=== acq_sequencer ===
Fig. 1: acq_sequencer, congestion heat map
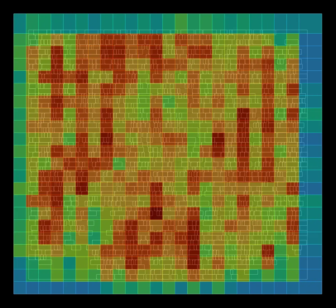

<file path="src/rtl/acq_sequencer.sv">
// Acquisition run sequencer: arms the datapath, counts tlast-terminated blocks,
// drains on stop and guards the stream with a watchdog.
module acq_sequencer #(
  parameter int unsigned ARM_CYCLES   = 16,
  parameter int unsigned DRAIN_CYCLES = 4096
) (
  input  logic        master_clock,
  input  logic        reset,
  input  logic        cmd_start,
  input  logic        cmd_stop,
  input  logic [15:0] cfg_num_blocks,
  input  logic [15:0] cfg_packets,
  input  logic        cfg_raw_mode,
  input  logic [31:0] cfg_pulse_period,
  input  logic [31:0] cfg_pulse_high,
  input  logic [31:0] cfg_timeout,
  input  logic        mon_tvalid,
  input  logic        mon_tready,
  input  logic        mon_tlast,
  output logic        acq_resetn,
  output logic [15:0] acq_number_of_packet,
  output logic        acq_send_raw,
  output logic [31:0] acq_pulse_period,
  output logic [31:0] acq_pulse_high,
  output logic        busy,
  output logic        done,
  output logic        cfg_err,
  output logic        timeout_err,
  output logic [15:0] block_count,
  output logic [2:0]  state
);

  typedef enum logic [2:0] {
    S_IDLE  = 3'd0,
    S_ARM   = 3'd1,
    S_RUN   = 3'd2,
    S_DRAIN = 3'd3,
    S_DONE  = 3'd4,
    S_ERROR = 3'd5
  } state_t;

  state_t      cur, nxt;
  logic [31:0] arm_cnt, arm_cnt_n;
  logic [31:0] drain_cnt, drain_cnt_n;
  logic [31:0] wd_cnt, wd_cnt_n;
  logic [15:0] num_blocks_q;
  logic [31:0] timeout_q;
  logic [15:0] block_count_n;
  logic        timeout_err_n;
  logic        cfg_err_n;
  logic        accept;
  logic        beat;
  logic        tlast_beat;
  logic [15:0] count_inc;
  logic        complete;
  logic        wd_expire;

  assign beat       = mon_tvalid & mon_tready;
  assign tlast_beat = beat & mon_tlast;
  assign count_inc  = (block_count == '1) ? block_count : block_count + 16'd1;
  assign complete   = tlast_beat && (num_blocks_q != '0) && (count_inc == num_blocks_q);
  // Expiry is judged on the value the counter would reach this cycle, so a beat wins.
  assign wd_expire  = !beat && (timeout_q != '0) && ((wd_cnt + 32'd1) == timeout_q);

  always_comb begin
    nxt           = cur;
    arm_cnt_n     = '0;
    drain_cnt_n   = '0;
    wd_cnt_n      = '0;
    block_count_n = block_count;
    timeout_err_n = timeout_err;
    cfg_err_n     = 1'b0;
    accept        = 1'b0;
    case (cur)
      S_IDLE: begin
        if (cmd_start && !cmd_stop) begin
          if ((cfg_pulse_high != '0) && (cfg_pulse_period > cfg_pulse_high)) begin
            accept        = 1'b1;
            block_count_n = '0;
            timeout_err_n = 1'b0;
            nxt           = S_ARM;
          end else begin
            cfg_err_n = 1'b1;
          end
        end
      end
      S_ARM: begin
        if (cmd_stop) begin
          nxt = S_DONE;
        end else if (arm_cnt == 32'(ARM_CYCLES - 1)) begin
          nxt = S_RUN;
        end else begin
          arm_cnt_n = arm_cnt + 32'd1;
        end
      end
      S_RUN: begin
        wd_cnt_n = beat ? '0 : wd_cnt + 32'd1;
        if (tlast_beat) block_count_n = count_inc;
        if (complete) begin
          nxt = S_DONE;
        end else if (wd_expire) begin
          nxt           = S_ERROR;
          timeout_err_n = 1'b1;
        end else if (cmd_stop) begin
          nxt = S_DRAIN;
        end
      end
      S_DRAIN: begin
        wd_cnt_n    = beat ? '0 : wd_cnt + 32'd1;
        drain_cnt_n = drain_cnt + 32'd1;
        if (tlast_beat) begin
          block_count_n = count_inc;
          nxt           = S_DONE;
        end else if (wd_expire) begin
          nxt           = S_ERROR;
          timeout_err_n = 1'b1;
        end else if (drain_cnt == 32'(DRAIN_CYCLES - 1)) begin
          nxt = S_DONE;
        end
      end
      S_DONE:  nxt = S_IDLE;
      S_ERROR: if (cmd_stop) nxt = S_IDLE;
      default: nxt = S_IDLE;
    endcase
    if (nxt != cur) wd_cnt_n = '0;
  end

  always_ff @(posedge master_clock) begin
    if (reset) begin
      cur                  <= S_IDLE;
      arm_cnt              <= '0;
      drain_cnt            <= '0;
      wd_cnt               <= '0;
      block_count          <= '0;
      timeout_err          <= 1'b0;
      cfg_err              <= 1'b0;
      done                 <= 1'b0;
      busy                 <= 1'b0;
      acq_resetn           <= 1'b0;
      num_blocks_q         <= '0;
      timeout_q            <= '0;
      acq_number_of_packet <= '0;
      acq_send_raw         <= 1'b0;
      acq_pulse_period     <= '0;
      acq_pulse_high       <= '0;
    end else begin
      cur         <= nxt;
      arm_cnt     <= arm_cnt_n;
      drain_cnt   <= drain_cnt_n;
      wd_cnt      <= wd_cnt_n;
      block_count <= block_count_n;
      timeout_err <= timeout_err_n;
      cfg_err     <= cfg_err_n;
      done        <= (nxt == S_DONE);
      busy        <= (nxt == S_ARM) || (nxt == S_RUN) || (nxt == S_DRAIN);
      acq_resetn  <= (nxt == S_RUN) || (nxt == S_DRAIN);
      if (accept) begin
        num_blocks_q         <= cfg_num_blocks;
        timeout_q            <= cfg_timeout;
        acq_number_of_packet <= cfg_packets;
        acq_send_raw         <= cfg_raw_mode;
        acq_pulse_period     <= cfg_pulse_period;
        acq_pulse_high       <= cfg_pulse_high;
      end
    end
  end

  assign state = cur;

endmodule

</file>
<file path="config.mk">
export PLATFORM = sky130hd
export DESIGN_NAME = acq_sequencer
export DESIGN_NICKNAME = d
export VERILOG_FILES = /design/src/rtl/acq_sequencer.sv
export SDC_FILE = /design/constraint.sdc
export NUM_CORES = 1
export LEC_CHECK = 0
export CAP_MARGIN = 15
export CORE_ASPECT_RATIO = 0.9
export CORE_MARGIN = 8
export CORE_UTILIZATION = 59
export CTS_BUF_LIST = sky130_fd_sc_hd__clkbuf_8
export CTS_CLUSTER_DIAMETER = 100
export DETAILED_ROUTE_END_ITERATION = 6
export PLACE_DENSITY = 0.86
export SLEW_MARGIN = 0
export SYNTH_ARGS = -nofsm -noshare
export SYNTH_HDL_FRONTEND = slang
export SYNTH_SLANG_ARGS = --single-unit
</file>
<file path="constraint.sdc">
create_clock -name master_clock -period 6.9 [get_ports master_clock]
set_input_delay 1.38 -clock master_clock [delete_from_list [all_inputs] [get_ports master_clock]]
set_output_delay 1.38 -clock master_clock [all_outputs]
set_load 0.01 [all_outputs]
</file>
=== pc_fetch_ctrl ===
===== src/rtl/otter_pkg.sv =====
// Shared OTTER pipeline definitions.
//   pc_src_t      : EX-stage redirect select (also used by the branch condition generator).
//   fetch_state_t : IF-stage fetch controller states.
//   DEFAULT_RESET_VECTOR : PC loaded on reset unless overridden.
package otter_pkg;

    typedef enum logic [2:0] {
        PC_PLUS4  = 3'b000,
        PC_JALR   = 3'b001,
        PC_BRANCH = 3'b010,
        PC_JAL    = 3'b011,
        PC_MTVEC  = 3'b100,
        PC_MEPC   = 3'b101
    } pc_src_t;

    typedef enum logic [1:0] {
        BOOT,
        RUN,
        WAIT_REDIR,
        FLUSH
    } fetch_state_t;

    localparam logic [31:0] DEFAULT_RESET_VECTOR = 32'h0000_0000;

endpackage


===== src/rtl/pc_next_mux.sv =====
// Combinational redirect target selection for the fetch controller.
// Ports:
//   pc_src_i        : EX redirect select (110/111 reserved, treated as no redirect)
//   *_target_i      : candidate redirect targets
//   pc_plus4_i      : sequential next address
//   redirect_o      : a non-sequential redirect is requested
//   target_o        : selected target with bit[0] cleared
//   misaligned_o    : selected target has bit[1] set
//   next_pc_o       : target_o on redirect, otherwise pc_plus4_i
module pc_next_mux
    import otter_pkg::*;
#(
    parameter int unsigned XLEN = 32
) (
    input  logic [2:0]      pc_src_i,
    input  logic [XLEN-1:0] jalr_target_i,
    input  logic [XLEN-1:0] branch_target_i,
    input  logic [XLEN-1:0] jal_target_i,
    input  logic [XLEN-1:0] mtvec_i,
    input  logic [XLEN-1:0] mepc_i,
    input  logic [XLEN-1:0] pc_plus4_i,
    output logic            redirect_o,
    output logic [XLEN-1:0] target_o,
    output logic            misaligned_o,
    output logic [XLEN-1:0] next_pc_o
);

    logic [XLEN-1:0] raw_target;

    always_comb begin
        raw_target = pc_plus4_i;
        redirect_o = 1'b0;
        case (pc_src_i)
            PC_JALR:   begin raw_target = jalr_target_i;   redirect_o = 1'b1; end
            PC_BRANCH: begin raw_target = branch_target_i; redirect_o = 1'b1; end
            PC_JAL:    begin raw_target = jal_target_i;    redirect_o = 1'b1; end
            PC_MTVEC:  begin raw_target = mtvec_i;         redirect_o = 1'b1; end
            PC_MEPC:   begin raw_target = mepc_i;          redirect_o = 1'b1; end
            default:   begin raw_target = pc_plus4_i;      redirect_o = 1'b0; end
        endcase
    end

    // Bit[0] is never part of a fetch address; bit[1] is flagged, not corrected.
    assign target_o     = raw_target & ~XLEN'(1);
    assign misaligned_o = redirect_o & raw_target[1];
    assign next_pc_o    = redirect_o ? target_o : pc_plus4_i;

endmodule


===== src/rtl/pc_fetch_ctrl.sv =====
// IF-stage program counter owner for the pipelined OTTER.
// Ports:
//   CLK, RST            : clock and synchronous active-high reset
//   PC_source           : EX redirect select
//   jalr_target .. mepc : candidate redirect targets
//   hazard_stall        : load-use stall, holds PC and IF/ID
//   imem_ready          : instruction memory has the word for the current PC
//   PC, PC_plus4        : current fetch address and its sequential successor
//   imem_rden           : fetch request
//   if_valid            : IF/ID may capture the fetched instruction
//   flush_ifid/idex     : squash younger instructions after a redirect
//   target_misaligned   : pulses in the cycle a bit[1]-set redirect target is presented
module pc_fetch_ctrl
    import otter_pkg::*;
#(
    parameter int unsigned     XLEN         = 32,
    parameter logic [XLEN-1:0] RESET_VECTOR = XLEN'(DEFAULT_RESET_VECTOR)
) (
    input  logic            CLK,
    input  logic            RST,
    input  logic [2:0]      PC_source,
    input  logic [XLEN-1:0] jalr_target,
    input  logic [XLEN-1:0] branch_target,
    input  logic [XLEN-1:0] jal_target,
    input  logic [XLEN-1:0] mtvec,
    input  logic [XLEN-1:0] mepc,
    input  logic            hazard_stall,
    input  logic            imem_ready,
    output logic [XLEN-1:0] PC,
    output logic [XLEN-1:0] PC_plus4,
    output logic            imem_rden,
    output logic            if_valid,
    output logic            flush_ifid,
    output logic            flush_idex,
    output logic            target_misaligned
);

    fetch_state_t    state_q, state_d;
    logic [XLEN-1:0] pc_q, pc_d;
    logic [XLEN-1:0] pend_pc_q, pend_pc_d;
    logic            pend_mis_q, pend_mis_d;
    logic            mis_q, mis_d;

    logic            redirect;
    logic [XLEN-1:0] target;
    logic            target_mis;
    logic [XLEN-1:0] next_pc;

    assign PC_plus4 = pc_q + XLEN'(4);

    pc_next_mux #(
        .XLEN (XLEN)
    ) u_pc_next_mux (
        .pc_src_i        (PC_source),
        .jalr_target_i   (jalr_target),
        .branch_target_i (branch_target),
        .jal_target_i    (jal_target),
        .mtvec_i         (mtvec),
        .mepc_i          (mepc),
        .pc_plus4_i      (PC_plus4),
        .redirect_o      (redirect),
        .target_o        (target),
        .misaligned_o    (target_mis),
        .next_pc_o       (next_pc)
    );

    always_comb begin
        state_d    = state_q;
        pc_d       = pc_q;
        pend_pc_d  = pend_pc_q;
        pend_mis_d = pend_mis_q;
        mis_d      = 1'b0;
        imem_rden  = 1'b0;
        if_valid   = 1'b0;
        flush_ifid = 1'b0;
        flush_idex = 1'b0;

        case (state_q)
            BOOT: begin
                state_d = RUN;
            end
            RUN: begin
                imem_rden = 1'b1;
                if (redirect) begin
                    // The redirecting instruction is older than anything stalled in ID.
                    if (imem_ready) begin
                        pc_d    = next_pc;
                        mis_d   = target_mis;
                        state_d = FLUSH;
                    end else begin
                        pend_pc_d  = target;
                        pend_mis_d = target_mis;
                        state_d    = WAIT_REDIR;
                    end
                end else if (imem_ready && !hazard_stall) begin
                    pc_d     = next_pc;
                    if_valid = 1'b1;
                end
            end
            WAIT_REDIR: begin
                // PC_source is ignored here: its producers are already being squashed.
                imem_rden = 1'b1;
                if (imem_ready) begin
                    pc_d    = pend_pc_q;
                    mis_d   = pend_mis_q;
                    state_d = FLUSH;
                end
            end
            FLUSH: begin
                imem_rden  = 1'b1;
                flush_ifid = 1'b1;
                flush_idex = 1'b1;
                if (imem_ready) begin
                    pc_d = PC_plus4;
                end
                state_d = RUN;
            end
            default: begin
                state_d = BOOT;
            end
        endcase
    end

    always_ff @(posedge CLK) begin
        if (RST) begin
            state_q    <= BOOT;
            pc_q       <= RESET_VECTOR;
            pend_pc_q  <= RESET_VECTOR;
            pend_mis_q <= 1'b0;
            mis_q      <= 1'b0;
        end else begin
            state_q    <= state_d;
            pc_q       <= pc_d;
            pend_pc_q  <= pend_pc_d;
            pend_mis_q <= pend_mis_d;
            mis_q      <= mis_d;
        end
    end

    assign PC                = pc_q;
    assign target_misaligned = mis_q;

endmodule


===== config.mk =====
export PLATFORM = sky130hd
export DESIGN_NAME = pc_fetch_ctrl
export DESIGN_NICKNAME = d
export VERILOG_FILES = /design/src/rtl/otter_pkg.sv /design/src/rtl/pc_next_mux.sv /design/src/rtl/pc_fetch_ctrl.sv
export SDC_FILE = /design/constraint.sdc
export NUM_CORES = 1
export LEC_CHECK = 0
export CORE_ASPECT_RATIO = 2
export CORE_MARGIN = 5
export CORE_UTILIZATION = 46
export DETAILED_ROUTE_END_ITERATION = 8
export HOLD_SLACK_MARGIN = 0.1
export PLACE_DENSITY = 0.91
export SETUP_SLACK_MARGIN = 0.4
export SYNTH_ARGS = -nofsm -noshare
export SYNTH_HDL_FRONTEND = slang
export SYNTH_SLANG_ARGS = --single-unit

===== constraint.sdc =====
create_clock -name CLK -period 6.2 [get_ports CLK]
set_input_delay 1.24 -clock CLK [delete_from_list [all_inputs] [get_ports CLK]]
set_output_delay 1.24 -clock CLK [all_outputs]
set_load 0.01 [all_outputs]

=== button_repeater ===
### config.mk
export PLATFORM = sky130hd
export DESIGN_NAME = button_repeater
export DESIGN_NICKNAME = d
export VERILOG_FILES = /design/src/rtl/button_repeater.sv
export SDC_FILE = /design/constraint.sdc
export NUM_CORES = 1
export LEC_CHECK = 0
export ABC_AREA = 1
export ABC_CLOCK_PERIOD_IN_PS = 3000
export CAP_MARGIN = 20
export CORE_MARGIN = 2
export CORE_UTILIZATION = 40
export DETAILED_ROUTE_END_ITERATION = 16
export PLACE_DENSITY = 0.68
export SETUP_SLACK_MARGIN = 0.15
export SYNTH_ARGS = -nofsm -noshare
export SYNTH_HDL_FRONTEND = slang
export SYNTH_SLANG_ARGS = --single-unit
### constraint.sdc
create_clock -name clk -period 3 [get_ports clk]
set_input_delay 0.9 -clock clk [delete_from_list [all_inputs] [get_ports clk]]
set_output_delay 0.9 -clock clk [all_outputs]
set_load 0.005 [all_outputs]
### src/rtl/button_repeater.sv
// Turns debounced button levels into one-cycle action pulses, with optional
// auto-repeat (initial delay, then fixed interval) timed by a shared prescaler.
module button_repeater #(
    parameter int              NB           = 5,
    parameter int              PRESCALE     = 100000,
    parameter int              DELAY_TICKS  = 500,
    parameter int              REPEAT_TICKS = 150,
    parameter logic [NB-1:0]   REPEAT_MASK  = 5'b01111
) (
    input  logic          clk,
    input  logic          rst_n,
    input  logic [NB-1:0] I,
    output logic [NB-1:0] P,
    output logic [NB-1:0] H
);

    localparam int PS_W  = (PRESCALE > 1) ? $clog2(PRESCALE) : 1;
    localparam int MAX_T = (DELAY_TICKS > REPEAT_TICKS) ? DELAY_TICKS : REPEAT_TICKS;
    localparam int CNT_W = $clog2(MAX_T + 1);

    localparam logic [PS_W-1:0]  PS_LAST  = PS_W'(PRESCALE - 1);
    localparam logic [CNT_W-1:0] DELAY_C  = CNT_W'(DELAY_TICKS);
    localparam logic [CNT_W-1:0] REPEAT_C = CNT_W'(REPEAT_TICKS);

    typedef enum logic [1:0] {
        IDLE   = 2'd0,
        WAIT   = 2'd1,
        REPEAT = 2'd2
    } state_t;

    logic [PS_W-1:0] presc_q, presc_d;
    logic            tick;

    // Free-running prescaler shared by every button; button activity never restarts it.
    assign tick = (presc_q == PS_LAST);

    always_comb begin
        presc_d = tick ? '0 : presc_q + PS_W'(1);
    end

    always_ff @(posedge clk or negedge rst_n) begin
        if (!rst_n) begin
            presc_q <= '0;
        end else begin
            presc_q <= presc_d;
        end
    end

    genvar b;
    generate
        for (b = 0; b < NB; b++) begin : g_btn
            state_t           state_q, state_d;
            logic [CNT_W-1:0] cnt_q, cnt_d, cnt_inc;
            logic             p_q, p_d;
            logic             h_q, h_d;

            assign cnt_inc = cnt_q + CNT_W'(1);

            // Release is tested first so it wins over a coincident tick or terminal count.
            always_comb begin
                state_d = state_q;
                cnt_d   = cnt_q;
                p_d     = 1'b0;
                case (state_q)
                    IDLE: begin
                        if (I[b]) begin
                            p_d     = 1'b1;
                            cnt_d   = '0;
                            state_d = WAIT;
                        end
                    end
                    WAIT: begin
                        if (!I[b]) begin
                            state_d = IDLE;
                        end else if (tick && (cnt_q != DELAY_C)) begin
                            if ((cnt_inc == DELAY_C) && REPEAT_MASK[b]) begin
                                p_d     = 1'b1;
                                cnt_d   = '0;
                                state_d = REPEAT;
                            end else begin
                                cnt_d = cnt_inc;
                            end
                        end
                    end
                    REPEAT: begin
                        if (!I[b]) begin
                            state_d = IDLE;
                        end else if (tick) begin
                            if (cnt_inc == REPEAT_C) begin
                                p_d   = 1'b1;
                                cnt_d = '0;
                            end else begin
                                cnt_d = cnt_inc;
                            end
                        end
                    end
                    default: begin
                        state_d = IDLE;
                    end
                endcase
                h_d = (state_d != IDLE);
            end

            always_ff @(posedge clk or negedge rst_n) begin
                if (!rst_n) begin
                    state_q <= IDLE;
                    cnt_q   <= '0;
                    p_q     <= 1'b0;
                    h_q     <= 1'b0;
                end else begin
                    state_q <= state_d;
                    cnt_q   <= cnt_d;
                    p_q     <= p_d;
                    h_q     <= h_d;
                end
            end

            assign P[b] = p_q;
            assign H[b] = h_q;
        end
    endgenerate

endmodule

Fig. 2: button_repeater, wiring by layer
Drawn at 3 px/micron.
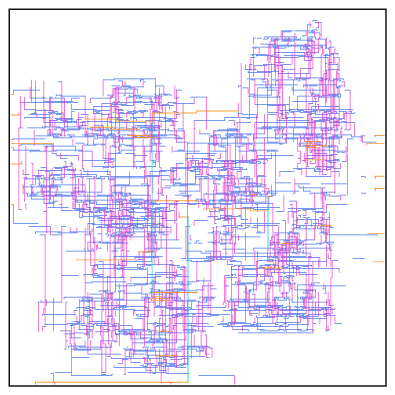
| color | layer | wire length |
|---|---|---|
| cyan | metal 4 | 130 microns |
| blue | metal 1 | 5,930 microns |
| magenta | metal 2 | 5,050 microns |
| orange | metal 3 | 332 microns |

==> summary.txt, button_repeater <==
Implementation progress

Post-synthesis, Yosys gives the total cell area as 5867 sq um. The tree is rooted in a sky130_fd_sc_hd__clkbuf_16. Signal nets in the final route climb as high as met4. In the final layout, the multi-input gates occupy 3244 sq um. Per the layout report, the design carries 17 non-clock buffers. The number of buffers and inverters on the critical path stands at 2. Per the finish-stage timing summary, setup violations number 0. The number of DRC violations after detailed routing stands at 0. The synthesized-area fraction occupied by adder cells stands at 8.531%.

STA classifies the critical path startpoint as a primary input. The final timing report lists a max-slew violation count of 0. The post-CTS repair timing setup buffer count stands at 0.

TritonCTS built the clock tree. The internal power of the cells totals 2.343 mW. The flow ran to the end, and the final reports show no timing, DRC or antenna violations.

For this design the ratio of total power to cell area is between 500 and 600 nW/um^2. The number of maximum-capacitance violations recorded for the run is 0. Grouping stages by cell kind, the critical path spends the most delay in simple AND/OR/NAND/NOR gates. The capture point of the critical path was reported as g_btn[3].cnt_q[7]. The flow reports an fmax of 0.4240 GHz.
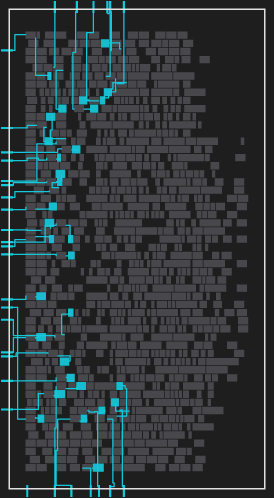
Fig. 3. I/O nets highlighted (pc_fetch_ctrl).
Drawn at 3 px/micron.
| color | port | bits | direction | edge | end cells | buffers | wire |
|---|---|---|---|---|---|---|---|
| cyan | `mtvec` | 32 | input | 19 west, 7 south, 6 north | 31 | 31 | 777 microns |

==> summary.txt, pc_fetch_ctrl <==
Implementation progress

Setup slack on the worst reg-to-reg path comes out at about 2.8 ns. Counting instances in the post-synthesis netlist gives the leading cell types as 66 x sky130_fd_sc_hd__dfxtp_1, 66 x sky130_fd_sc_hd__nand2_1, 61 x sky130_fd_sc_hd__nor2_1. The number of non-filler instances in the completed layout stands at 1,021. The final layout report lists a non-clock inverter count of 13. After Yosys synthesis, XOR and XNOR cells account for 4.780% of the synthesized area. The tool warning count for the run is 36. The highest layer touched by signal routing is met4. According to the hold report, the worst path is of the flip-flop to flip-flop type.

The total of cells resized after clock tree synthesis stands at 0. The detailed router finished its first iteration with around 610 violations. The first global-routing pass estimated roughly 33,000 microns of wire. The global routing report lists combined usage of all routing layers as 30.11%.

The number of buffers inserted by port buffering stands at roughly 230. The HPWL after detailed placement is 16,040 microns. The worst hold path begins at pend_pc_q[8].

The switching portion of total power stands at between 30% and 40%. The total power of the final layout stands at between 1.5 and 2 mW. The worst setup timing slack at the placement stage stands at 1.612 ns. Counting pins that exceed their max-slew limit in the final report gives 0. The power in sequential cells stands at 0.573 mW.

The flow ran to the end, and the final reports show no timing, DRC or antenna violations.
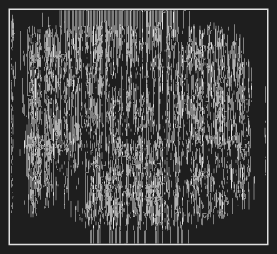
Fig. 4. The metal 2 layer (acq_sequencer).
Drawn at 1.5 px/micron.
share of all routed wire: 47%
longest straight run: 56.4 microns
wire length on this layer: 18,200 microns
main direction: vertical

Notes on Fig. 1 above:
global-route track usage on met2: 46.67%
detail-routed net length per standard cell: 18.48 microns

==> summary.txt, acq_sequencer <==
Implementation progress

The report counts max-capacitance violations totalling 0. The critical path runs through a total of 12 cells. The worst hold path terminates at drain_cnt[0]. Counting plain and timing-repair buffers in the layout gives 245. Recorded from the global router log, the overflow total was 0. Of the combinational cells, the family taking the most area is simple AND/OR/NAND/NOR gates. The clock sink count stands at 249. The area share of the largest cell type after synthesis stands at between 30% and 40%. The proportion of power drawn by combinational gates stands at 10.7%.

The maximum clock path buffer count stands at 3. The number of nets in the synthesized netlist stands at 1,747. The post-synth count of flops with an enable pin is 0. The total of cells resized after clock tree synthesis stands at 0.

The layout has around 1.6k filler cells. For this run, the number of standard cells in the final layout without fillers is 2,090. The power of the clock network stands at 1.35 mW.

The synthesized-area fraction occupied by adder cells stands at under 10%. In the Yosys report the total cell count is 1,574. In the setup report, the worst path falls into the class primary input to flip-flop.

Hold-check failures listed in the final report amount to 0. At the end of the flow the core is filled with cells to 74.63%. The flow ran to the end, and the final reports show no timing, DRC or antenna violations. The number of warnings reported in the yosys synthesis log stands at 0.

The leakage power stands at 5.588 nW.


==> notes/layouts.md <==
Pictures saved along the way, in no particular order.

Pin map.
picture 1
Drawn at 2 px/micron. Pins as bars across the die edge, other pins in gray.
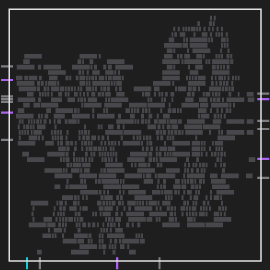
picture 2
Drawn at 1.5 px/micron. Pins as bars across the die edge, other pins in gray.
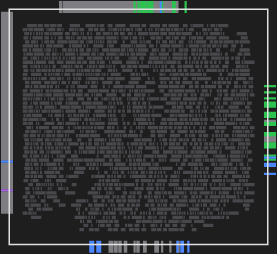
picture 3
Drawn at 2 px/micron. Pins as bars across the die edge, other pins in gray.
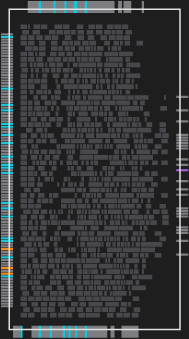
Picture 1 is button_repeater.
Picture 3 is pc_fetch_ctrl.
Picture 2 is acq_sequencer.

Key to picture 2:
| color | port | pins | direction | edge |
|---|---|---|---|---|
| blue | `cfg_num_blocks` | 16 | input | 10 south, 4 east, 1 west, 1 north |
| purple | `acq_resetn` | 1 | output | west |
| green | `cfg_timeout` | 32 | input | 18 east, 14 north |
all pins by edge: 99 west, 86 north, 30 south, 26 east

Power is estimated from default activity; no workload was simulated.
